# design 1

Design 1, track usage over the die:
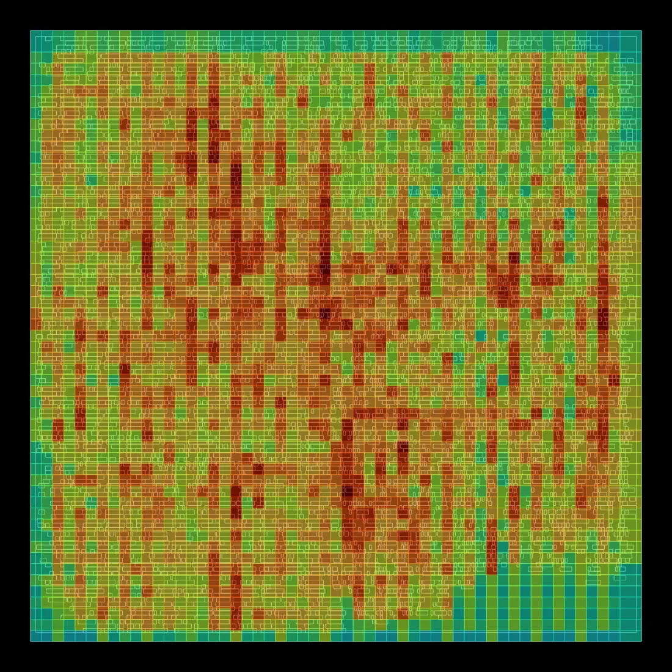
`config.mk`:
```
export PLATFORM = sky130hd
export DESIGN_NAME = lib_fir_decim
export DESIGN_NICKNAME = d
export VERILOG_FILES = /design/src/rtl/lib_fir_decim.sv
export SDC_FILE = /design/constraint.sdc
export NUM_CORES = 2
export LEC_CHECK = 0
export ABC_CLOCK_PERIOD_IN_PS = 18890
export CAP_MARGIN = 20
export CELL_PAD_IN_SITES_DETAIL_PLACEMENT = 1
export CELL_PAD_IN_SITES_GLOBAL_PLACEMENT = 2
export CORE_MARGIN = 3
export CORE_UTILIZATION = 47
export CTS_BUF_LIST = sky130_fd_sc_hd__clkbuf_16
export CTS_CLUSTER_DIAMETER = 50
export DETAILED_ROUTE_END_ITERATION = 10
export PLACE_DENSITY_LB_ADDON = 0.1
export SYNTH_ARGS = -nofsm -noshare
export SYNTH_HDL_FRONTEND = slang
export SYNTH_SLANG_ARGS = --single-unit
```
`constraint.sdc`:
```
create_clock -name s_axis_aclk -period 18.89 [get_ports s_axis_aclk]
set_input_delay 2.8335 -clock s_axis_aclk [delete_from_list [all_inputs] [get_ports s_axis_aclk]]
set_output_delay 2.8335 -clock s_axis_aclk [all_outputs]
set_load 0.03 [all_outputs]
```
`src/rtl/lib_fir_decim.sv`:
```
// lib_fir_decim: complex (I/Q) decimating FIR with runtime-loadable real coefficients.
// A single time-shared MAC per rail walks one tap per cycle. AXI4-Stream handshakes with
// backpressure on both the input and output sides.
module lib_fir_decim #(
   parameter int unsigned NUM_TAPS = 16,
   parameter int unsigned DECIM    = 4,
   parameter int unsigned DIN_BW   = 16,
   parameter int unsigned COEF_BW  = 16,
   parameter int unsigned DOUT_BW  = 32
) (
   input  logic                        s_axis_aclk,
   input  logic                        s_axis_areset,
   input  logic [DIN_BW-1:0]           s_axis_tdata_real,
   input  logic [DIN_BW-1:0]           s_axis_tdata_imag,
   input  logic                        s_axis_tvalid,
   input  logic                        s_axis_tlast,
   output logic                        s_axis_tready,
   output logic [DOUT_BW-1:0]          m_axis_tdata_real,
   output logic [DOUT_BW-1:0]          m_axis_tdata_imag,
   output logic                        m_axis_tvalid,
   output logic                        m_axis_tlast,
   input  logic                        m_axis_tready,
   input  logic                        coef_wr_en,
   input  logic [$clog2(NUM_TAPS)-1:0] coef_wr_addr,
   input  logic [COEF_BW-1:0]          coef_wr_data,
   output logic                        coef_wr_ready
);

   localparam int unsigned AW   = $clog2(NUM_TAPS);
   localparam int unsigned PhW  = (DECIM > 1) ? $clog2(DECIM) : 1;
   localparam int unsigned PW   = DIN_BW + COEF_BW;
   localparam int unsigned AccW = PW + AW;
   localparam int unsigned SatW = (AccW > DOUT_BW) ? AccW : DOUT_BW;

   localparam logic [AW-1:0]  LastTap = AW'(NUM_TAPS - 1);
   localparam logic [AW:0]    TapsW   = (AW + 1)'(NUM_TAPS);
   localparam logic [PhW-1:0] LastPh  = PhW'(DECIM - 1);

   // Output limits expressed at the wider of accumulator/output width.
   localparam logic signed [SatW-1:0] SatMax =
      {{(SatW - DOUT_BW + 1){1'b0}}, {(DOUT_BW - 1){1'b1}}};
   localparam logic signed [SatW-1:0] SatMin = ~SatMax;

   // StAcc folds in the last registered product; StSat registers the saturated result.
   typedef enum logic [2:0] {StIn, StMac, StAcc, StSat, StOut} state_e;

   state_e state_q;

   logic signed [DIN_BW-1:0]  buf_re_q [NUM_TAPS];
   logic signed [DIN_BW-1:0]  buf_im_q [NUM_TAPS];
   logic signed [COEF_BW-1:0] coef_q   [NUM_TAPS];

   logic [AW-1:0]  wr_ptr_q;
   logic [AW-1:0]  rd_ptr_q;
   logic [AW-1:0]  tap_q;
   logic [PhW-1:0] phase_q;
   logic           last_q;

   logic s_rdy_q;
   logic c_rdy_q;
   logic m_vld_q;
   logic m_last_q;
   logic [DOUT_BW-1:0] m_re_q;
   logic [DOUT_BW-1:0] m_im_q;

   logic signed [PW-1:0]   prod_re_q, prod_im_q;
   logic signed [PW-1:0]   prod_re_d, prod_im_d;
   logic                   prod_vld_q;
   logic signed [AccW-1:0] acc_re_q, acc_im_q;

   logic          in_acc;
   logic          trigger;
   logic [AW-1:0] wr_ptr_nxt;
   logic [AW-1:0] rd_ptr_dec;
   logic          coef_we;

   assign in_acc     = s_axis_tvalid && s_rdy_q;
   assign trigger    = (phase_q == LastPh) || s_axis_tlast;
   assign wr_ptr_nxt = (wr_ptr_q == LastTap) ? '0 : wr_ptr_q + 1'b1;
   // Taps walk backwards in time from the newest sample.
   assign rd_ptr_dec = (rd_ptr_q == '0) ? LastTap : rd_ptr_q - 1'b1;
   assign coef_we    = coef_wr_en && c_rdy_q && ({1'b0, coef_wr_addr} < TapsW);

   assign prod_re_d = PW'(buf_re_q[rd_ptr_q]) * PW'(coef_q[tap_q]);
   assign prod_im_d = PW'(buf_im_q[rd_ptr_q]) * PW'(coef_q[tap_q]);

   function automatic logic [DOUT_BW-1:0] saturate(input logic signed [AccW-1:0] a);
      logic signed [SatW-1:0] ext;
      ext = SatW'(a);
      if (ext > SatMax) return SatMax[DOUT_BW-1:0];
      if (ext < SatMin) return SatMin[DOUT_BW-1:0];
      return ext[DOUT_BW-1:0];
   endfunction

   // Sample history ring and coefficient store; both cleared only by reset.
   always_ff @(posedge s_axis_aclk) begin
      if (s_axis_areset) begin
         for (int i = 0; i < NUM_TAPS; i++) begin
            buf_re_q[i] <= '0;
            buf_im_q[i] <= '0;
            coef_q[i]   <= '0;
         end
      end else begin
         if (in_acc) begin
            buf_re_q[wr_ptr_q] <= s_axis_tdata_real;
            buf_im_q[wr_ptr_q] <= s_axis_tdata_imag;
         end
         if (coef_we) begin
            coef_q[coef_wr_addr] <= coef_wr_data;
         end
      end
   end

   // Registered products, then accumulation one cycle later.
   always_ff @(posedge s_axis_aclk) begin
      if (s_axis_areset) begin
         prod_vld_q <= 1'b0;
         prod_re_q  <= '0;
         prod_im_q  <= '0;
         acc_re_q   <= '0;
         acc_im_q   <= '0;
      end else begin
         prod_vld_q <= (state_q == StMac);
         if (state_q == StMac) begin
            prod_re_q <= prod_re_d;
            prod_im_q <= prod_im_d;
         end
         if (in_acc && trigger) begin
            acc_re_q <= '0;
            acc_im_q <= '0;
         end else if (prod_vld_q) begin
            acc_re_q <= acc_re_q + AccW'(prod_re_q);
            acc_im_q <= acc_im_q + AccW'(prod_im_q);
         end
      end
   end

   // Control FSM: accept samples, run the taps, present the result until taken.
   always_ff @(posedge s_axis_aclk) begin
      if (s_axis_areset) begin
         state_q  <= StIn;
         s_rdy_q  <= 1'b1;
         c_rdy_q  <= 1'b1;
         m_vld_q  <= 1'b0;
         m_last_q <= 1'b0;
         m_re_q   <= '0;
         m_im_q   <= '0;
         wr_ptr_q <= '0;
         rd_ptr_q <= '0;
         tap_q    <= '0;
         phase_q  <= '0;
         last_q   <= 1'b0;
      end else begin
         unique case (state_q)
            StIn: begin
               if (in_acc) begin
                  wr_ptr_q <= wr_ptr_nxt;
                  if (trigger) begin
                     phase_q  <= '0;
                     last_q   <= s_axis_tlast;
                     rd_ptr_q <= wr_ptr_q;
                     tap_q    <= '0;
                     s_rdy_q  <= 1'b0;
                     c_rdy_q  <= 1'b0;
                     state_q  <= StMac;
                  end else begin
                     phase_q <= phase_q + 1'b1;
                  end
               end
            end
            StMac: begin
               rd_ptr_q <= rd_ptr_dec;
               tap_q    <= tap_q + 1'b1;
               if (tap_q == LastTap) begin
                  state_q <= StAcc;
               end
            end
            StAcc: begin
               state_q <= StSat;
            end
            StSat: begin
               m_vld_q  <= 1'b1;
               m_re_q   <= saturate(acc_re_q);
               m_im_q   <= saturate(acc_im_q);
               m_last_q <= last_q;
               state_q  <= StOut;
            end
            StOut: begin
               if (m_axis_tready) begin
                  m_vld_q <= 1'b0;
                  s_rdy_q <= 1'b1;
                  c_rdy_q <= 1'b1;
                  state_q <= StIn;
               end
            end
            default: begin
               state_q <= StIn;
            end
         endcase
      end
   end

   assign s_axis_tready     = s_rdy_q;
   assign coef_wr_ready     = c_rdy_q;
   assign m_axis_tvalid     = m_vld_q;
   assign m_axis_tlast      = m_last_q;
   assign m_axis_tdata_real = m_re_q;
   assign m_axis_tdata_imag = m_im_q;

endmodule
```
==> reports/qor.txt <==
Worst Setup Start Kind - flop
yosys cell count - 5,738
sequential share of the synthesized area - 42.3%
busiest layer in global routing - met2
Seq power - 2.53 mW
Net Count, Synth - 6,564
DRC errors left - 0
Top cell area share - 35.3%
Die Size - 144,000 um^2
ys flops - 998
static leakage - 29.8 nW
mux share - 8.92%
total power - 13.6 mW
initial antenna violation count - 6
fin nets - 6,607
layout clock buffer count - 117
Final Skew - 0.0735 ns
design area - 72,800 um^2
GRT Residual Overflow - 0
nonclk inv count - 625
Basic Gates by Area - 14.9%
Synth area leader - edfxtp_1
clock power share - 16.8%
FP Rows - 136
count of tool warnings - 30
largest class - multi-input combinational cells
CTS Buf Count - 117
filler instances - 14,300
pre-CTS worst setup slack - 9.38 ns
Flop area - 27,700 um^2
Post-Layout Cell Count - 7,675
Setup crit end kind - flop
Clock group - 2.28 mW
CTS tree - built
Port Buffers - 125
status - complete, no violations
GR met2 Demand/Resource - 48.5%
mi-comb count - 3,792
Req. time, crit path - 19.54 ns
Buffers, non-clock - 247
multi-input logic area - 34,400 um^2
Sw Ratio - 44.9%
About 'track usage over the die' of design 1:
M1 GR Usage: 35.9%
WL per Instance: 25.4 um
post-layout util: 52.8%

## path summary, 6_finish.rpt
kind | start | slack [ns] | depth (start not counted) | end
max reg2reg | flop | 9.51 | 27 | prod_re_q[31]$_SDFFE_PP0P_
min | m_axis_tdata_imag[2]$_SDFFE_PP0P_ | 0.45 | 2 | m_axis_tdata_imag[2]$_SDFFE_PP0P_
max | flop | 9.51 | 27 | prod_re_q[31]$_SDFFE_PP0P_
min reg2reg | m_axis_tdata_imag[2]$_SDFFE_PP0P_ | 0.45 | 2 | m_axis_tdata_imag[2]$_SDFFE_PP0P_

# design 2

Design 2, signal wires on met1:
Cells faint in the background.
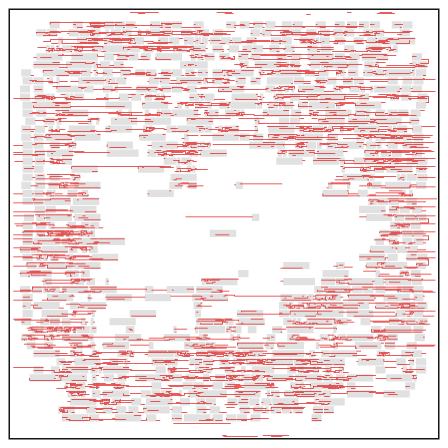
## src/rtl/dnn2ami_port_arbiter_pkg.sv

```systemverilog
// Shared AMI request types and arbiter constants for the DNN-to-AMI port arbiter.
package dnn2ami_port_arbiter_pkg;

    localparam int unsigned AMI_ADDR_W = 64;
    localparam int unsigned AMI_SIZE_W = 8;

    typedef struct packed {
        logic                  valid;
        logic                  isWrite;
        logic [AMI_ADDR_W-1:0] addr;
        logic [AMI_SIZE_W-1:0] size;
    } AMIRequest;

    typedef enum logic {ARB_RD = 1'b0, ARB_WR = 1'b1} DNNArbOwner;

    localparam int unsigned DNN_ARB_MAX_BURST = 8;

endpackage

```

## src/rtl/dnn2ami_port_arbiter_if.sv

```systemverilog
// Valid/request/grant channel; master drives the request, slave returns the grant.
interface dnn2ami_port_arbiter_if;
    import dnn2ami_port_arbiter_pkg::*;

    logic      reqValid;
    AMIRequest req;
    logic      grant;

    modport master (output reqValid, output req, input grant);
    modport slave  (input reqValid, input req, output grant);

endinterface

```

## src/rtl/dnn2ami_port_arbiter_sel.sv

```systemverilog
// Two-way round-robin picker that hands the port over once a burst limit is reached.
module dnn_rr2_burst_sel
    import dnn2ami_port_arbiter_pkg::*;
#(
    parameter int unsigned MAX_BURST = DNN_ARB_MAX_BURST,
    parameter int unsigned BURST_W   = $clog2(MAX_BURST) + 1
) (
    input  logic [1:0]         req_i,
    input  DNNArbOwner         last_owner_i,
    input  logic [BURST_W-1:0] burst_cnt_i,
    input  logic               en_i,
    output logic               win_valid_o,
    output DNNArbOwner         win_id_o
);

    logic       hand_over_c;
    DNNArbOwner other_c;

    // An empty burst (just out of reset) or an exhausted one gives the tie to the other path.
    assign hand_over_c = (burst_cnt_i == '0) || (burst_cnt_i >= BURST_W'(MAX_BURST));
    assign other_c     = (last_owner_i == ARB_RD) ? ARB_WR : ARB_RD;

    always_comb begin
        win_valid_o = 1'b0;
        win_id_o    = ARB_RD;
        if (en_i) begin
            case (req_i)
                2'b01: begin
                    win_valid_o = 1'b1;
                    win_id_o    = ARB_RD;
                end
                2'b10: begin
                    win_valid_o = 1'b1;
                    win_id_o    = ARB_WR;
                end
                2'b11: begin
                    win_valid_o = 1'b1;
                    win_id_o    = hand_over_c ? other_c : last_owner_i;
                end
                default: ;
            endcase
        end
    end

endmodule

```

## src/rtl/dnn2ami_port_arbiter.sv

```systemverilog
// Shares the AMI request port between the DNN read and write paths through a one-entry slot.
module dnn2ami_port_arbiter
    import dnn2ami_port_arbiter_pkg::*;
#(
    parameter int unsigned MAX_BURST = DNN_ARB_MAX_BURST,
    parameter int unsigned BURST_W   = $clog2(MAX_BURST) + 1,
    parameter int unsigned STAT_W    = 32
) (
    input  logic                  clk,
    input  logic                  rst,
    dnn2ami_port_arbiter_if.slave  rd_i,
    dnn2ami_port_arbiter_if.slave  wr_i,
    dnn2ami_port_arbiter_if.master ami_o,
    input  logic                  quiesce_i,
    output logic                  idle_o,
    output logic [STAT_W-1:0]     rd_grant_cnt_o,
    output logic [STAT_W-1:0]     wr_grant_cnt_o
);

    logic               slot_valid_q, slot_valid_d;
    AMIRequest          slot_q, slot_d;
    logic [BURST_W-1:0] burst_q, burst_d;
    DNNArbOwner         owner_q, owner_d;
    logic [STAT_W-1:0]  rd_cnt_q, rd_cnt_d;
    logic [STAT_W-1:0]  wr_cnt_q, wr_cnt_d;

    logic [1:0] req_c;
    logic       load_en_c;
    logic       win_valid_c;
    DNNArbOwner win_id_c;
    AMIRequest  win_req_c;

    // A request only counts when both the port valid and the payload valid are set.
    assign req_c     = {wr_i.reqValid & wr_i.req.valid, rd_i.reqValid & rd_i.req.valid};
    assign load_en_c = (!slot_valid_q || ami_o.grant) && !quiesce_i;

    dnn_rr2_burst_sel #(
        .MAX_BURST (MAX_BURST),
        .BURST_W   (BURST_W)
    ) u_sel (
        .req_i        (req_c),
        .last_owner_i (owner_q),
        .burst_cnt_i  (burst_q),
        .en_i         (load_en_c),
        .win_valid_o  (win_valid_c),
        .win_id_o     (win_id_c)
    );

    assign rd_i.grant = win_valid_c && (win_id_c == ARB_RD);
    assign wr_i.grant = win_valid_c && (win_id_c == ARB_WR);

    always_comb begin
        win_req_c = rd_i.req;
        if (win_id_c == ARB_WR) begin
            win_req_c = wr_i.req;
        end
        win_req_c.valid = 1'b1;
    end

    // Next-state for slot, burst tracking and statistics.
    always_comb begin
        slot_valid_d = slot_valid_q;
        slot_d       = slot_q;
        burst_d      = burst_q;
        owner_d      = owner_q;
        rd_cnt_d     = rd_cnt_q;
        wr_cnt_d     = wr_cnt_q;
        if (win_valid_c) begin
            slot_valid_d = 1'b1;
            slot_d       = win_req_c;
            if (win_id_c == ARB_RD) begin
                rd_cnt_d = rd_cnt_q + STAT_W'(1);
            end else begin
                wr_cnt_d = wr_cnt_q + STAT_W'(1);
            end
            if (win_id_c == owner_q) begin
                burst_d = (burst_q >= BURST_W'(MAX_BURST)) ? BURST_W'(MAX_BURST)
                                                           : burst_q + BURST_W'(1);
            end else begin
                burst_d = BURST_W'(1);
                owner_d = win_id_c;
            end
        end else if (slot_valid_q && ami_o.grant) begin
            slot_valid_d = 1'b0;
        end
    end

    always_ff @(posedge clk or posedge rst) begin
        if (rst) begin
            slot_valid_q <= 1'b0;
            slot_q       <= '0;
            burst_q      <= '0;
            owner_q      <= ARB_WR;
            rd_cnt_q     <= '0;
            wr_cnt_q     <= '0;
        end else begin
            slot_valid_q <= slot_valid_d;
            slot_q       <= slot_d;
            burst_q      <= burst_d;
            owner_q      <= owner_d;
            rd_cnt_q     <= rd_cnt_d;
            wr_cnt_q     <= wr_cnt_d;
        end
    end

    assign ami_o.reqValid = slot_valid_q;
    assign ami_o.req      = slot_q;
    assign idle_o         = !slot_valid_q && (quiesce_i || !(rd_i.reqValid || wr_i.reqValid));
    assign rd_grant_cnt_o = rd_cnt_q;
    assign wr_grant_cnt_o = wr_cnt_q;

endmodule

```

## src/flat_wrapper.sv

```systemverilog
// flat-port wrapper written by rule: the top's interface ports become plain ports
module dnn2ami_port_arbiter_flat import dnn2ami_port_arbiter_pkg::*;
#(
    parameter int unsigned MAX_BURST = DNN_ARB_MAX_BURST,
    parameter int unsigned BURST_W   = $clog2(MAX_BURST) + 1,
    parameter int unsigned STAT_W    = 32
)
  (clk, rst, quiesce_i, idle_o, rd_grant_cnt_o, wr_grant_cnt_o, rd_i_reqValid, rd_i_req, rd_i_grant, wr_i_reqValid, wr_i_req, wr_i_grant, ami_o_reqValid, ami_o_req, ami_o_grant);
  dnn2ami_port_arbiter_if rd_i_i ();
  dnn2ami_port_arbiter_if wr_i_i ();
  dnn2ami_port_arbiter_if ami_o_i ();
  input  logic clk;
  input  logic rst;
  input  logic quiesce_i;
  output logic idle_o;
  output logic [STAT_W-1:0] rd_grant_cnt_o;
  output logic [STAT_W-1:0] wr_grant_cnt_o;
  input wire logic [$bits(rd_i_i.reqValid)-1:0] rd_i_reqValid;
  input wire logic [$bits(rd_i_i.req)-1:0] rd_i_req;
  output wire logic [$bits(rd_i_i.grant)-1:0] rd_i_grant;
  input wire logic [$bits(wr_i_i.reqValid)-1:0] wr_i_reqValid;
  input wire logic [$bits(wr_i_i.req)-1:0] wr_i_req;
  output wire logic [$bits(wr_i_i.grant)-1:0] wr_i_grant;
  output wire logic [$bits(ami_o_i.reqValid)-1:0] ami_o_reqValid;
  output wire logic [$bits(ami_o_i.req)-1:0] ami_o_req;
  input wire logic [$bits(ami_o_i.grant)-1:0] ami_o_grant;
  assign rd_i_i.reqValid = rd_i_reqValid;
  assign rd_i_i.req = rd_i_req;
  assign rd_i_grant = rd_i_i.grant;
  assign wr_i_i.reqValid = wr_i_reqValid;
  assign wr_i_i.req = wr_i_req;
  assign wr_i_grant = wr_i_i.grant;
  assign ami_o_reqValid = ami_o_i.reqValid;
  assign ami_o_req = ami_o_i.req;
  assign ami_o_i.grant = ami_o_grant;
  dnn2ami_port_arbiter #(.MAX_BURST(MAX_BURST), .BURST_W(BURST_W), .STAT_W(STAT_W)) u_core (.clk(clk), .rst(rst), .rd_i(rd_i_i), .wr_i(wr_i_i), .ami_o(ami_o_i), .quiesce_i(quiesce_i), .idle_o(idle_o), .rd_grant_cnt_o(rd_grant_cnt_o), .wr_grant_cnt_o(wr_grant_cnt_o));
endmodule
```

## config.mk

```make
export PLATFORM = sky130hd
export DESIGN_NAME = dnn2ami_port_arbiter_flat
export DESIGN_NICKNAME = d
export VERILOG_FILES = /design/src/rtl/dnn2ami_port_arbiter_pkg.sv /design/src/rtl/dnn2ami_port_arbiter_if.sv /design/src/rtl/dnn2ami_port_arbiter_sel.sv /design/src/rtl/dnn2ami_port_arbiter.sv /design/src/flat_wrapper.sv
export SDC_FILE = /design/constraint.sdc
export NUM_CORES = 1
export LEC_CHECK = 0
export CELL_PAD_IN_SITES_DETAIL_PLACEMENT = 0
export CELL_PAD_IN_SITES_GLOBAL_PLACEMENT = 1
export CORE_MARGIN = 3
export CORE_UTILIZATION = 34
export CTS_CLUSTER_SIZE = 30
export DETAILED_ROUTE_END_ITERATION = 8
export HOLD_SLACK_MARGIN = 0.1
export PLACE_DENSITY = 0.95
export SYNTH_ARGS = -nofsm -noshare
export SYNTH_HDL_FRONTEND = slang
export SYNTH_HIERARCHICAL = 1
export SYNTH_SLANG_ARGS = --single-unit
```

## constraint.sdc

```tcl
create_clock -name clk -period 11.1 [get_ports clk]
set_input_delay 2.22 -clock clk [delete_from_list [all_inputs] [get_ports clk]]
set_output_delay 2.22 -clock clk [all_outputs]
set_load 0.1 [all_outputs]
```

==> reports/qor.txt <==
GR met2 Demand/Resource - 30.2%
CP endpoint - wr_i_grant
most used flip-flop cell - dfrtp_1
share of cells above drive strength 1 - 5.39%
Root Driver - clkbuf_16
die height - 145 um
max reg flops - 74
CTS Buffer Depth - 2
biggest area cells - dfrtp_1 (54%), mux2i_1 (11%), a21oi_1 (5.7%)
Final Hold Fails - 0
yosys warns - 6
chip width - 145 um
Clock group - 0.573 mW
Post-Syn Area - 6580 um^2
R2R cell count - 7
busiest layer in global routing - met2
initial antenna violation count - 0
status - complete, no violations
top-count cell post-synth - dfrtp_1
Basic Gates by Area - 15.2%
gate count after technology mapping - 609
Final Skew - 0.00937 ns
clock sink count - 144
Slowest-stage cell, CP - clkdlybuf4s50_1
total negative slack - 0 ns
Flop area - 3600 um^2
hold path start - u_core/ami_o.req[73]$_DFFE_PP0P_
GRT Residual Overflow - 0
Worst-path clk slew - 0.06 ns
RSZ-0062 raised after global routing - false
most frequent cells in the layout - clkdlybuf4s50_1 (295), dfrtp_1 (143), nor2_1 (91)
cell count along the critical path - 8
critical path cell sequence - clkdlybuf4s50_1, inv_1, a21oi_1, nand3_1, a311oi_4, nand2_1, inv_1, clkdlybuf4s50_1
yosys stat chip area - 6580 um^2
FP Rows - 50
initial drt markers - 230
Net Count, Synth - 767
worst hold-check path type - reg2reg
fraction of power consumed by sequential logic - 31.3%
hold path cells - 1
WL per Instance - 16.1 um
CP peak stage delay - 1.14 ns
Seq power - 0.658 mW
mux share - 11.4%
CTS Buf Count - 17
multi-input logic area - 2820 um^2
routability cong. - 0.827
crit-path max FO - 12
Post-synth ARST share - 100%
placed cell area - 9790 um^2
R2R setup slack - 7.56 ns
f_max - 0.131 GHz
dominant kind of combinational cell - simple AND/OR/NAND/NOR gates
kind of critical path - in2out
Avg Cell Area, Syn - 10.8 um^2
Net Sw Power - 0.925 mW
Commonest Layout Cell - clkdlybuf4s50_1
CTS H-tree depth - 4
setup slack after layout - 3.47 ns
family with the most delay on the worst path - buffers and inverters
Setup Buffers After CTS - 0
Notes on 'signal wires on met1' of design 2 above:
nets with wire on the layer: 943
share of all routed wire: 43%
longest straight run: 36.8 um
main direction: horizontal
wire length on this layer: 8,060 um
M1 GR Usage: 21.9%
via count: 5,526
drt total wl: 18,800 um

metal layers:
layer | wire (um) | up-vias
met1 | 8060 | 2598
met5 | 0 | -
li1 | - | 2704
met3 | 1120 | 26
met2 | 9390 | 198
met4 | 275 | 0
cell type report:
type,instances,area share [%]
Clock inverter,10,1.34
Sequential cell,144,34.7
Tap cell,260,3.14
Multi-Input combinational cell,423,27.2
Inverter,13,0.519
Timing Repair Buffer,299,28.8
Clock buffer,20,4.31

# design 3

--- src/rtl/uart_pkg.sv ---
// Shared constants and state encoding for the 8N1 UART physical layer.
package uart_pkg;

   localparam int unsigned DATA_BITS = 8;
   localparam logic        START_BIT = 1'b0;
   localparam logic        STOP_BIT  = 1'b1;

   typedef enum logic [1:0] {
      IDLE,
      START,
      DATA,
      STOP
   } uart_state_e;

endpackage

--- src/rtl/uart_bit_timer.sv ---
// Per-bit cycle counter. It runs while enabled and is cleared whenever it is
// disabled. It wraps at CLKS_PER_BIT-1 and raises one strobe at a
// configurable mid-bit count and another at the end of each bit.
module uart_bit_timer #(
   parameter int unsigned CLKS_PER_BIT = 2,
   parameter int unsigned MID_CNT      = CLKS_PER_BIT / 2
) (
   input  logic clk,
   input  logic rst_n,
   input  logic i_en,
   output logic o_mid,
   output logic o_end
);

   localparam int unsigned   CW       = $clog2(CLKS_PER_BIT);
   localparam logic [CW-1:0] LAST_CNT = CW'(CLKS_PER_BIT - 1);
   localparam logic [CW-1:0] MID_VAL  = CW'(MID_CNT);

   logic [CW-1:0] cnt_q, cnt_d;

   // Next count: advance while enabled, wrap at the last cycle of a bit, clear when idle
   always_comb begin
      cnt_d = '0;
      if (i_en && (cnt_q != LAST_CNT)) begin
         cnt_d = cnt_q + CW'(1);
      end
   end

   // Counter register
   always_ff @(posedge clk or negedge rst_n) begin
      if (!rst_n) begin
         cnt_q <= '0;
      end else begin
         cnt_q <= cnt_d;
      end
   end

   assign o_mid = i_en & (cnt_q == MID_VAL);
   assign o_end = i_en & (cnt_q == LAST_CNT);

endmodule

--- src/rtl/uart_phy.sv ---
// 8N1 UART physical layer: independent transmit and receive paths sharing
// one clock and reset, each timed by its own uart_bit_timer.
module uart_phy
   import uart_pkg::*;
#(
   parameter int unsigned CLKS_PER_BIT = 2
) (
   input  logic       clk,
   input  logic       rst_n,
   input  logic       i_rx_data,
   output logic       o_rx_valid,
   output logic       o_rx_busy,
   output logic [7:0] o_rx_data,
   input  logic [7:0] i_tx_data,
   input  logic       i_tx_valid,
   output logic       o_tx_busy,
   output logic       o_tx_data
);

   localparam logic [2:0] LAST_BIT = 3'(DATA_BITS - 1);

   // ---------------------------------------------------------------- TX path
   uart_state_e          tx_state_q, tx_state_d;
   logic [DATA_BITS-1:0] tx_shift_q, tx_shift_d;
   logic [2:0]           tx_idx_q,   tx_idx_d;
   logic                 tx_line_q,  tx_line_d;
   logic                 tx_mid, tx_end;

   uart_bit_timer #(
      .CLKS_PER_BIT (CLKS_PER_BIT),
      .MID_CNT      (CLKS_PER_BIT / 2)
   ) u_tx_timer (
      .clk   (clk),
      .rst_n (rst_n),
      .i_en  (tx_state_q != IDLE),
      .o_mid (tx_mid),
      .o_end (tx_end)
   );

   // TX next state: accept in IDLE, then shift the frame out one bit per timer period
   always_comb begin
      tx_state_d = tx_state_q;
      tx_shift_d = tx_shift_q;
      tx_idx_d   = tx_idx_q;
      tx_line_d  = tx_line_q;
      case (tx_state_q)
         IDLE: begin
            if (i_tx_valid) begin
               tx_state_d = START;
               tx_line_d  = START_BIT;
               tx_shift_d = i_tx_data;
               tx_idx_d   = '0;
            end
         end
         START: begin
            if (tx_end) begin
               tx_state_d = DATA;
               tx_line_d  = tx_shift_q[0];
               tx_shift_d = tx_shift_q >> 1;
            end
         end
         DATA: begin
            if (tx_end) begin
               if (tx_idx_q == LAST_BIT) begin
                  tx_state_d = STOP;
                  tx_line_d  = STOP_BIT;
               end else begin
                  tx_idx_d   = tx_idx_q + 3'd1;
                  tx_line_d  = tx_shift_q[0];
                  tx_shift_d = tx_shift_q >> 1;
               end
            end
         end
         STOP: begin
            if (tx_end) begin
               tx_state_d = IDLE;
               tx_line_d  = STOP_BIT;
            end
         end
         default: begin
            tx_state_d = IDLE;
            tx_line_d  = STOP_BIT;
         end
      endcase
   end

   // TX state and registered serial line
   always_ff @(posedge clk or negedge rst_n) begin
      if (!rst_n) begin
         tx_state_q <= IDLE;
         tx_shift_q <= '0;
         tx_idx_q   <= '0;
         tx_line_q  <= STOP_BIT;
      end else begin
         tx_state_q <= tx_state_d;
         tx_shift_q <= tx_shift_d;
         tx_idx_q   <= tx_idx_d;
         tx_line_q  <= tx_line_d;
      end
   end

   assign o_tx_data = tx_line_q;
   assign o_tx_busy = (tx_state_q != IDLE) | i_tx_valid;

   // ---------------------------------------------------------------- RX path
   logic                 rx_meta_q, rx_sync_q;
   uart_state_e          rx_state_q, rx_state_d;
   logic [DATA_BITS-1:0] rx_shift_q, rx_shift_d;
   logic [2:0]           rx_idx_q,   rx_idx_d;
   logic [DATA_BITS-1:0] rx_data_q,  rx_data_d;
   logic                 rx_valid_q, rx_valid_d;
   logic                 rx_busy_q,  rx_busy_d;
   logic                 rx_mid, rx_end;

   // The timer is held clear in IDLE and first counts 0 one cycle after the
   // falling edge was seen, so its mid strobe sits one count early to land
   // the sample C/2 cycles after that edge.
   uart_bit_timer #(
      .CLKS_PER_BIT (CLKS_PER_BIT),
      .MID_CNT      (CLKS_PER_BIT / 2 - 1)
   ) u_rx_timer (
      .clk   (clk),
      .rst_n (rst_n),
      .i_en  (rx_state_q != IDLE),
      .o_mid (rx_mid),
      .o_end (rx_end)
   );

   // RX next state: detect start, verify at mid-start, sample data and stop at mid-bit
   always_comb begin
      rx_state_d = rx_state_q;
      rx_shift_d = rx_shift_q;
      rx_idx_d   = rx_idx_q;
      rx_data_d  = rx_data_q;
      rx_valid_d = 1'b0;
      case (rx_state_q)
         IDLE: begin
            if (rx_sync_q == START_BIT) begin
               rx_state_d = START;
            end
         end
         START: begin
            if (rx_mid) begin
               if (rx_sync_q != START_BIT) begin
                  rx_state_d = IDLE;
               end else begin
                  rx_state_d = DATA;
                  rx_idx_d   = '0;
               end
            end
         end
         DATA: begin
            if (rx_mid) begin
               rx_shift_d = {rx_sync_q, rx_shift_q[DATA_BITS-1:1]};
               if (rx_idx_q == LAST_BIT) begin
                  rx_state_d = STOP;
               end else begin
                  rx_idx_d = rx_idx_q + 3'd1;
               end
            end
         end
         STOP: begin
            if (rx_mid) begin
               if (rx_sync_q == STOP_BIT) begin
                  rx_data_d  = rx_shift_q;
                  rx_valid_d = 1'b1;
               end
               rx_state_d = IDLE;
            end
         end
         default: begin
            rx_state_d = IDLE;
         end
      endcase
      rx_busy_d = (rx_state_d != IDLE);
   end

   // RX synchronizer, state and registered outputs
   always_ff @(posedge clk or negedge rst_n) begin
      if (!rst_n) begin
         rx_meta_q  <= 1'b1;
         rx_sync_q  <= 1'b1;
         rx_state_q <= IDLE;
         rx_shift_q <= '0;
         rx_idx_q   <= '0;
         rx_data_q  <= '0;
         rx_valid_q <= 1'b0;
         rx_busy_q  <= 1'b0;
      end else begin
         rx_meta_q  <= i_rx_data;
         rx_sync_q  <= rx_meta_q;
         rx_state_q <= rx_state_d;
         rx_shift_q <= rx_shift_d;
         rx_idx_q   <= rx_idx_d;
         rx_data_q  <= rx_data_d;
         rx_valid_q <= rx_valid_d;
         rx_busy_q  <= rx_busy_d;
      end
   end

   assign o_rx_data  = rx_data_q;
   assign o_rx_valid = rx_valid_q;
   assign o_rx_busy  = rx_busy_q;

   logic unused_strobes;
   assign unused_strobes = tx_mid | rx_end;

endmodule

--- config.mk ---
export PLATFORM = sky130hd
export DESIGN_NAME = uart_phy
export DESIGN_NICKNAME = d
export VERILOG_FILES = /design/src/rtl/uart_pkg.sv /design/src/rtl/uart_bit_timer.sv /design/src/rtl/uart_phy.sv
export SDC_FILE = /design/constraint.sdc
export NUM_CORES = 1
export LEC_CHECK = 0
export CAP_MARGIN = 20
export CORE_ASPECT_RATIO = 1.2
export CORE_MARGIN = 10
export CORE_UTILIZATION = 35
export DETAILED_ROUTE_END_ITERATION = 8
export SYNTH_ARGS = -nofsm -noshare
export SYNTH_HDL_FRONTEND = slang
export SYNTH_HIERARCHICAL = 1
export SYNTH_SLANG_ARGS = --single-unit
--- constraint.sdc ---
create_clock -name clk -period 5.4 [get_ports clk]
set_clock_uncertainty 0.1 [all_clocks]
set_input_delay 1.08 -clock clk [delete_from_list [all_inputs] [get_ports clk]]
set_output_delay 1.08 -clock clk [all_outputs]
set_load 0.02 [all_outputs]
==> reports/qor.txt <==
R2R cell count - 5
Worst-Margin Slew - 0.908 ns
gate count after technology mapping - 144
Final HPWL DP - 2440 um
worst hold-check path type - reg2reg
Worst Setup SP - i_tx_valid
yosys warns - 6
Avg Cell Area, Syn - 13.4 um^2
Final Cycle Share - 68.4%
CP peak stage delay - 0.62 ns
GRT Overall Usage - 8.47%
fraction of power consumed by sequential logic - 36.4%
pwr/cell area - 585 nW/um^2
filler instances - 496
status - complete, no violations
chip width - 87.8 um
multi-input logic area - 853 um^2
placed instance count - 227
clock sink count - 41
==> metrics by stage <==
step | setup slack [ns] | instance area [um^2] | util [%]
2_1_floorplan | 2.81 | 1930 | -
3_3_place_gp | 1.73 | 2220 | 41.6
3_5_place_dp | 1.70 | 2220 | 41.6
4_1_cts | 1.70 | 2340 | 43.9
5_1_grt | 1.66 | 2340 | 43.9
6_report | 1.71 | 2340 | 43.9
==> metal layers <==
metal | wire (um) | up-vias
li1 | - | 569
met1 | 1380 | 574
met2 | 1710 | 20
met3 | 199 | 5
met4 | 46 | 0
met5 | 0 | -
Design 3, signal wires on met1:
Cells faint in the background.
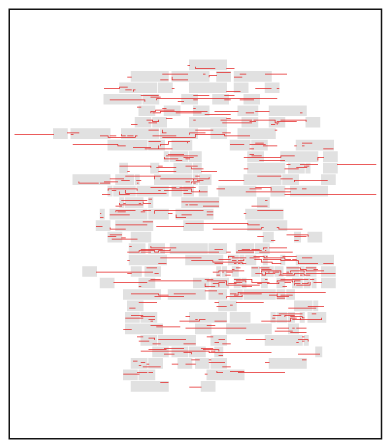
nets with wire on the layer: 168
share of all routed wire: 41%
longest straight run: 28.5 um
main direction: horizontal
drt total wl: 3330 um
M1 GR Usage: 9.21%
via count: 1,168

Design 3, metal 2:
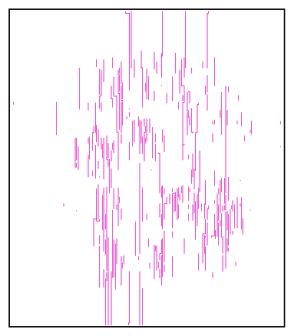
wire length on this layer: 1,710 um
longest straight run: 34.3 um
GR met2 Demand/Resource: 14.0%


# design 4

Design 4, metal 2:
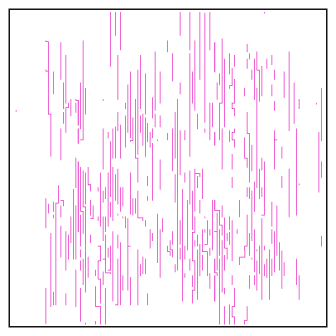
Design 4, signal wires on met1:
Cells faint in the background.
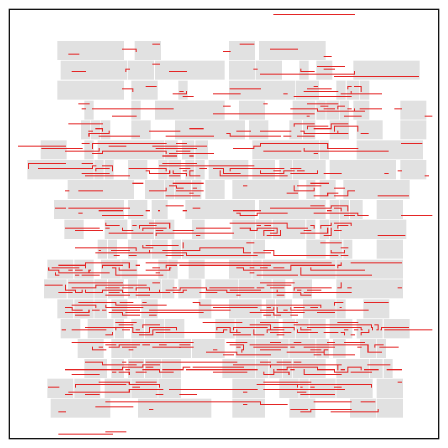
Design 4, met3 routing:
Cells faint in the background.
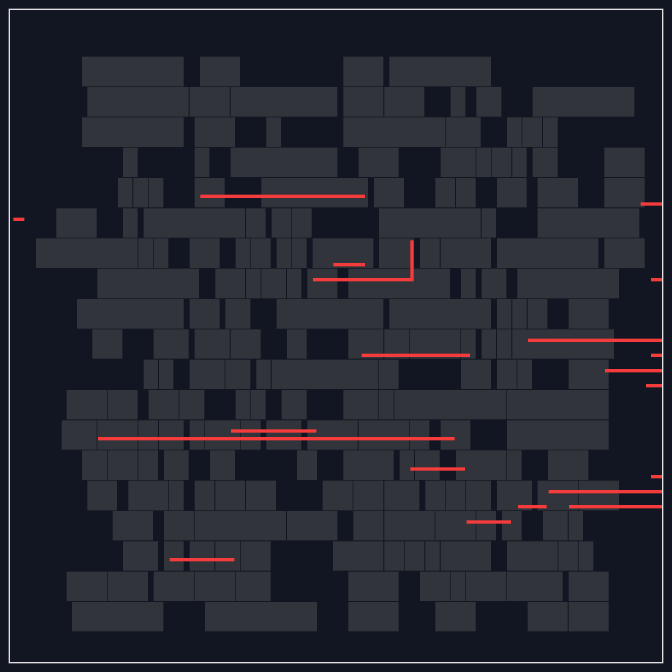
### src/rtl/ttl373_seq_pkg.sv
// Shared definitions for the 74LS373 bus sequencer and sibling bus-control blocks:
// state encodings and index-width helpers.
package ttl373_seq_pkg;

    localparam logic [2:0] ENC_IDLE  = 3'd0;
    localparam logic [2:0] ENC_DRIVE = 3'd1;
    localparam logic [2:0] ENC_LATCH = 3'd2;
    localparam logic [2:0] ENC_HOLD  = 3'd3;
    localparam logic [2:0] ENC_TURN  = 3'd4;

    typedef enum logic [2:0] {
        IDLE  = ENC_IDLE,
        DRIVE = ENC_DRIVE,
        LATCH = ENC_LATCH,
        HOLD  = ENC_HOLD,
        TURN  = ENC_TURN
    } seq_state_e;

    // Index width for n items; never narrower than one bit.
    function automatic int unsigned idx_width(input int unsigned n);
        return (n <= 1) ? 1 : $clog2(n);
    endfunction

    function automatic int unsigned max3(input int unsigned a, input int unsigned b,
                                         input int unsigned c);
        int unsigned m;
        m = (a > b) ? a : b;
        return (m > c) ? m : c;
    endfunction

endpackage

### src/rtl/ttl_rr_arbiter.sv
// Combinational N-way round-robin arbiter: searches ptr+1 .. ptr (mod N) and
// returns the first requester as a one-hot grant and as an index.
module ttl_rr_arbiter
    import ttl373_seq_pkg::*;
#(
    parameter int unsigned N  = 4,
    parameter int unsigned IW = idx_width(N)
) (
    input  logic [N-1:0]  req,
    input  logic [IW-1:0] ptr,
    output logic [N-1:0]  grant,
    output logic [IW-1:0] grant_idx,
    output logic          valid
);

    logic [IW-1:0] cand;

    always_comb begin
        grant     = '0;
        grant_idx = '0;
        valid     = 1'b0;
        cand      = '0;
        for (int unsigned k = 1; k <= N; k++) begin
            cand = IW'((32'(ptr) + k) % N);
            if (!valid && req[cand]) begin
                valid       = 1'b1;
                grant_idx   = cand;
                grant[cand] = 1'b1;
            end
        end
    end

endmodule

### src/rtl/ttl373_bus_sequencer.sv
// Round-robin sequencer for 74LS373 latches sharing one tri-state bus; generates
// OE_n/LE strobes with settle/latch/hold/turnaround phases. Optional FAULT output
// and protocol checks are enabled with TTL373_SEQ_PROTOCOL_CHECK_EN.
module ttl373_bus_sequencer
    import ttl373_seq_pkg::*;
#(
    parameter int unsigned N             = 4,
    parameter int unsigned SETTLE_CYCLES = 2,
    parameter int unsigned LE_CYCLES     = 1,
    parameter int unsigned HOLD_CYCLES   = 1
) (
    input  logic                      CLK,
    input  logic                      RESET_n,
    input  logic [N-1:0]              REQ,
    input  logic [N*idx_width(N)-1:0] DEST,
    output logic [N-1:0]              OE_n,
    output logic [N-1:0]              LE,
    output logic [N-1:0]              ACK,
`ifdef TTL373_SEQ_PROTOCOL_CHECK_EN
    output logic                      BUSY,
    output logic                      FAULT
`else
    output logic                      BUSY
`endif
);

    localparam int unsigned IW   = idx_width(N);
    localparam int unsigned MAXC = max3(SETTLE_CYCLES, LE_CYCLES, HOLD_CYCLES);
    localparam int unsigned CW   = idx_width(MAXC);

    localparam logic [CW-1:0] SETTLE_LD = CW'(SETTLE_CYCLES - 1);
    localparam logic [CW-1:0] LE_LD     = CW'(LE_CYCLES - 1);
    localparam logic [CW-1:0] HOLD_LD   = CW'(HOLD_CYCLES - 1);

    seq_state_e    state, state_d;
    logic [CW-1:0] cnt, cnt_d;
    logic [IW-1:0] ptr, ptr_d;
    logic [IW-1:0] src, src_d;
    logic [IW-1:0] dst, dst_d;
    logic          strobe, strobe_d;
    logic [N-1:0]  oe_n_d, le_d, ack_d;
    logic          busy_d;

    logic [N-1:0]  gnt_oh;
    logic [IW-1:0] gnt_idx;
    logic          gnt_valid;
    logic [IW-1:0] dest_sel;

    ttl_rr_arbiter #(.N(N), .IW(IW)) u_arb (
        .req       (REQ),
        .ptr       (ptr),
        .grant     (gnt_oh),
        .grant_idx (gnt_idx),
        .valid     (gnt_valid)
    );

    // Destination of the would-be grantee, muxed by the one-hot grant.
    always_comb begin
        dest_sel = '0;
        for (int unsigned i = 0; i < N; i++) begin
            if (gnt_oh[i]) dest_sel = dest_sel | DEST[i*IW +: IW];
        end
    end

    always_ff @(posedge CLK or negedge RESET_n) begin
        if (!RESET_n) begin
            state  <= IDLE;
            cnt    <= '0;
            ptr    <= IW'(N - 1);
            src    <= '0;
            dst    <= '0;
            strobe <= 1'b0;
            OE_n   <= '1;
            LE     <= '0;
            ACK    <= '0;
            BUSY   <= 1'b0;
        end else begin
            state  <= state_d;
            cnt    <= cnt_d;
            ptr    <= ptr_d;
            src    <= src_d;
            dst    <= dst_d;
            strobe <= strobe_d;
            OE_n   <= oe_n_d;
            LE     <= le_d;
            ACK    <= ack_d;
            BUSY   <= busy_d;
        end
    end

    // Next state plus next output values, decoded from the state being entered.
    always_comb begin
        state_d  = state;
        cnt_d    = cnt;
        ptr_d    = ptr;
        src_d    = src;
        dst_d    = dst;
        strobe_d = strobe;
        oe_n_d   = '1;
        le_d     = '0;
        ack_d    = '0;
        busy_d   = 1'b0;

        case (state)
            IDLE, TURN: begin
                if (gnt_valid) begin
                    state_d  = DRIVE;
                    cnt_d    = SETTLE_LD;
                    ptr_d    = gnt_idx;
                    src_d    = gnt_idx;
                    dst_d    = dest_sel;
                    // Self-transfers and out-of-range destinations run with no strobes.
                    strobe_d = (32'(dest_sel) < N) && (dest_sel != gnt_idx);
                end else begin
                    state_d = IDLE;
                end
            end
            DRIVE: begin
                if (cnt == '0) begin
                    state_d = LATCH;
                    cnt_d   = LE_LD;
                end else begin
                    cnt_d = cnt - CW'(1);
                end
            end
            LATCH: begin
                if (cnt == '0) begin
                    state_d = HOLD;
                    cnt_d   = HOLD_LD;
                end else begin
                    cnt_d = cnt - CW'(1);
                end
            end
            HOLD: begin
                if (cnt == '0) begin
                    state_d = TURN;
                    cnt_d   = '0;
                end else begin
                    cnt_d = cnt - CW'(1);
                end
            end
            default: state_d = IDLE;
        endcase

        busy_d = (state_d != IDLE);
        if (strobe_d && (state_d == DRIVE || state_d == LATCH || state_d == HOLD))
            oe_n_d[src_d] = 1'b0;
        if (strobe_d && state_d == LATCH)
            le_d[dst_d] = 1'b1;
        if (state_d == TURN)
            ack_d[src_d] = 1'b1;
    end

`ifdef TTL373_SEQ_PROTOCOL_CHECK_EN
    logic [IW-1:0] cur_dest;
    logic          cur_req;
    logic          violation;

    // The active requester must hold REQ and a stable DEST until its ACK.
    always_comb begin
        cur_dest = '0;
        cur_req  = 1'b0;
        for (int unsigned i = 0; i < N; i++) begin
            if (src == IW'(i)) begin
                cur_dest = DEST[i*IW +: IW];
                cur_req  = REQ[i];
            end
        end
        violation = (state == DRIVE || state == LATCH || state == HOLD) &&
                    (!cur_req || cur_dest != dst);
    end

    always_ff @(posedge CLK or negedge RESET_n) begin
        if (!RESET_n)       FAULT <= 1'b0;
        else if (violation) FAULT <= 1'b1;
    end

    always_ff @(posedge CLK) begin
        if (RESET_n && violation)
            $error("ttl373_bus_sequencer: protocol violation by requester %0d", src);
    end
`endif

endmodule

### config.mk
export PLATFORM = sky130hd
export DESIGN_NAME = ttl373_bus_sequencer
export DESIGN_NICKNAME = d
export VERILOG_FILES = /design/src/rtl/ttl373_seq_pkg.sv /design/src/rtl/ttl_rr_arbiter.sv /design/src/rtl/ttl373_bus_sequencer.sv
export SDC_FILE = /design/constraint.sdc
export NUM_CORES = 1
export LEC_CHECK = 0
export CORE_MARGIN = 1.5
export CORE_UTILIZATION = 53
export CTS_CLUSTER_DIAMETER = 60
export DETAILED_ROUTE_END_ITERATION = 6
export HOLD_SLACK_MARGIN = 0.1
export PLACE_DENSITY = 0.79
export SLEW_MARGIN = 25
export SYNTH_ARGS = -nofsm -noshare
export SYNTH_HDL_FRONTEND = slang
export SYNTH_SLANG_ARGS = --single-unit
### constraint.sdc
create_clock -name CLK -period 3.9 [get_ports CLK]
set_clock_uncertainty 0.1 [all_clocks]
set_input_delay 0.78 -clock CLK [delete_from_list [all_inputs] [get_ports CLK]]
set_output_delay 0.78 -clock CLK [all_outputs]
set_load 0.02 [all_outputs]
==> reports/qor.txt <==
status - complete, no violations
minimum clock period - 3.63 ns
Port Buffers - 26
Final Cycle Share - 93.0%
CP endpoint - strobe$_DFF_PN0_
routability cong. - 0.890
Complex Gates by Area - 22.8%
Basic Gates by Area - 21.7%
chip width - 58.6 um
Worst-path clk slew - 0.12 ns
biggest area cells - dfrtp_1 (28%), dfstp_2 (9.6%), ha_1 (6.1%)
Init Core Util - 57.4%
most used flip-flop cell - dfrtp_1
DR pass1 iterations - 4
total negative slack - 0 ns
layout clock buffer count - 4
vias in the first global route - 1,248
R2R cell count - 9
CP Buf/Inv Count - 1
Root Driver - clkbuf_4
flop share of the area - 31.1%
Largest regs - ACK (4), LE (4), OE_n (4)
mi-comb count - 127
design area - 1950 um^2
top power group - combinational logic
count of tool warnings - 33
area of the core - 2850 um^2
flop count - 24
placed instance count - 225
ClkCell Share - 1.34%
die height - 58.6 um
clock sink count - 24
CTS tree - built
static leakage - 0.878 nW
Setup Buffers After CTS - 0
adder share - 6.12%
Worst Setup SP - ptr[1]$_DFFE_PN1P_
GRT Overall Usage - 22.2%
filler instances - 230
cell count along the critical path - 9
GRT Residual Overflow - 0
Clock group - 0.108 mW
CTS H-tree depth - 1
## Picture notes: 'metal 2' of design 4
share of all routed wire: 48%
nets with wire on the layer: 178
main direction: vertical
drt total wl: 3370 um
GR met2 Demand/Resource: 34.8%
via count: 1,359

## Picture notes: 'signal wires on met1' of design 4
main direction: horizontal
nets with wire on the layer: 199
wire length on this layer: 1,610 um
share of all routed wire: 48%
longest straight run: 25.3 um
M1 GR Usage: 31.4%

## Picture notes: 'met3 routing' of design 4
main direction: horizontal
share of all routed wire: 4.0%
longest straight run: 31.7 um
met3 usage: 4.62%

==> layer usage <==
layer / up-vias / track usage (%) / share of wire (%)
met5: - / 0 / 0
met2: 30 / 34.8 / 48
met4: 0 / 6.17 / 0.42
met3: 3 / 4.62 / 3.9
li1: 671 / - / -
met1: 655 / 31.4 / 48
==> worst reg2reg max path, cell delays in order, from the launching register on <==
cell and delay (ns):
dfstp_2 0.72, inv_1 0.20, ha_1 0.51, mux4_2 0.48, a22oi_2 0.24, nand3_1 0.10, a222oi_1 0.56, and3_1 0.27
o21ai_2 0.09, mux2_4 0.26


==> screenshots <==
Met3 routing.
Cells faint in the background.
shot_01.png
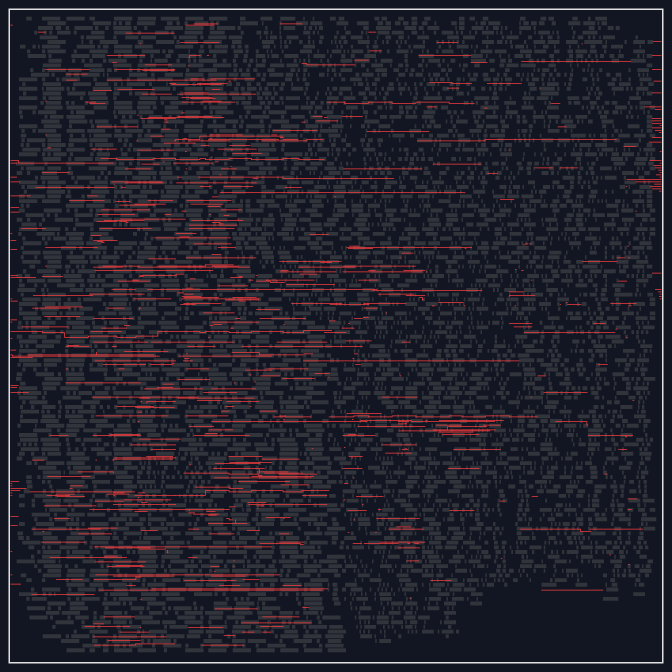
shot_02.png
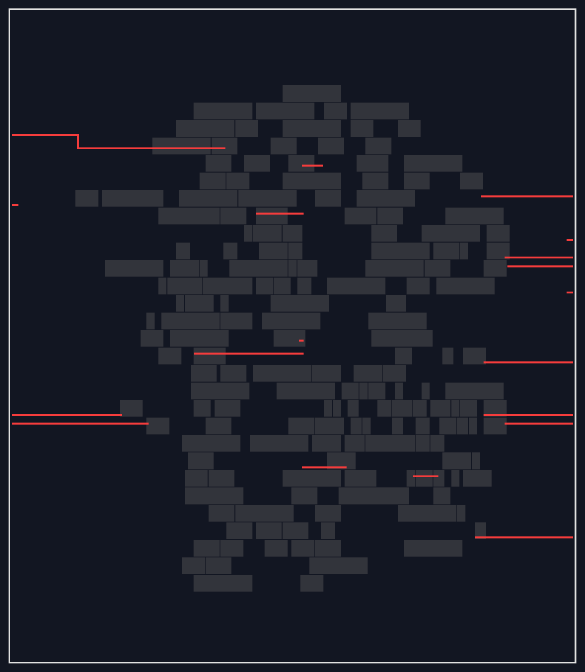
shot_03.png
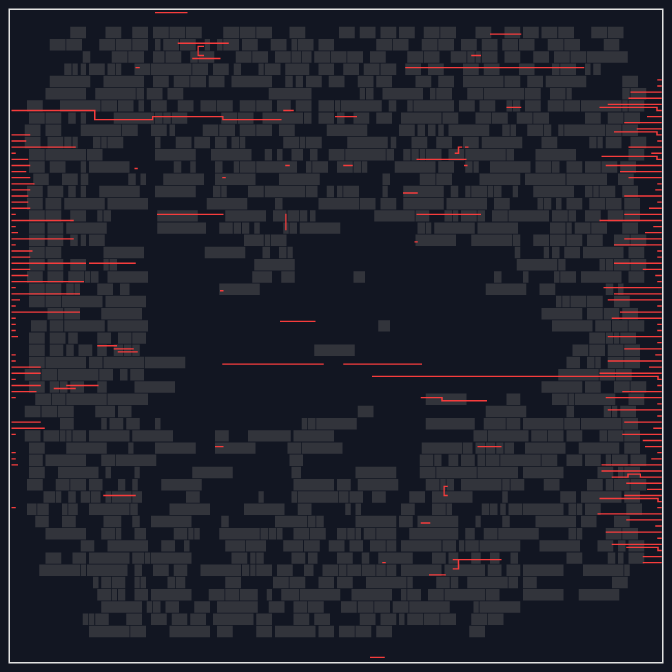
- shot_01.png = design 1
- shot_03.png = design 2
- shot_02.png = design 3

Key to shot_01.png:
main direction: horizontal
longest straight run: 142 um


==> gallery <==
Track usage over the die.
Plate I
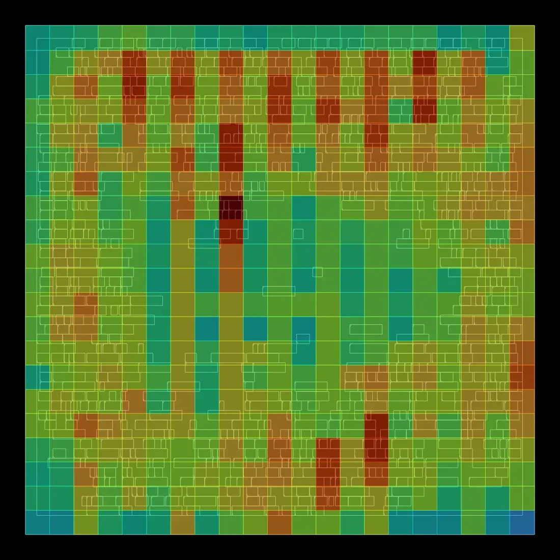
Plate II
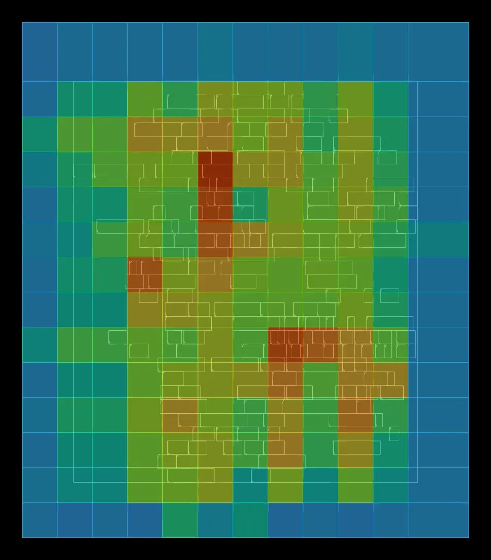
Plate III
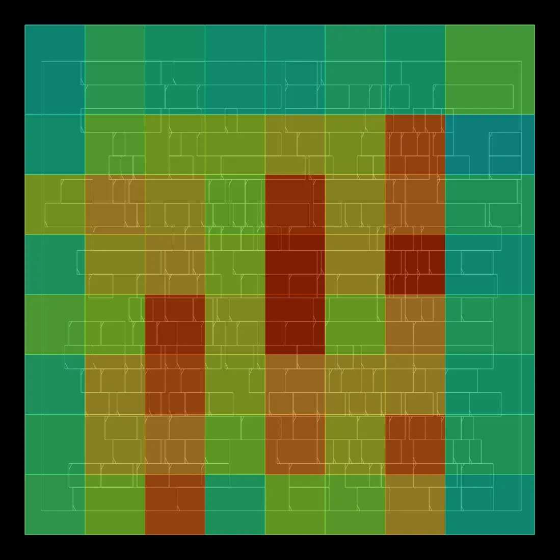
- design 2 = Plate I
- design 4 = Plate III
- design 3 = Plate II
- highest utilization: Plate III

No activity file was given, so power comes from the tool's default toggle rates.
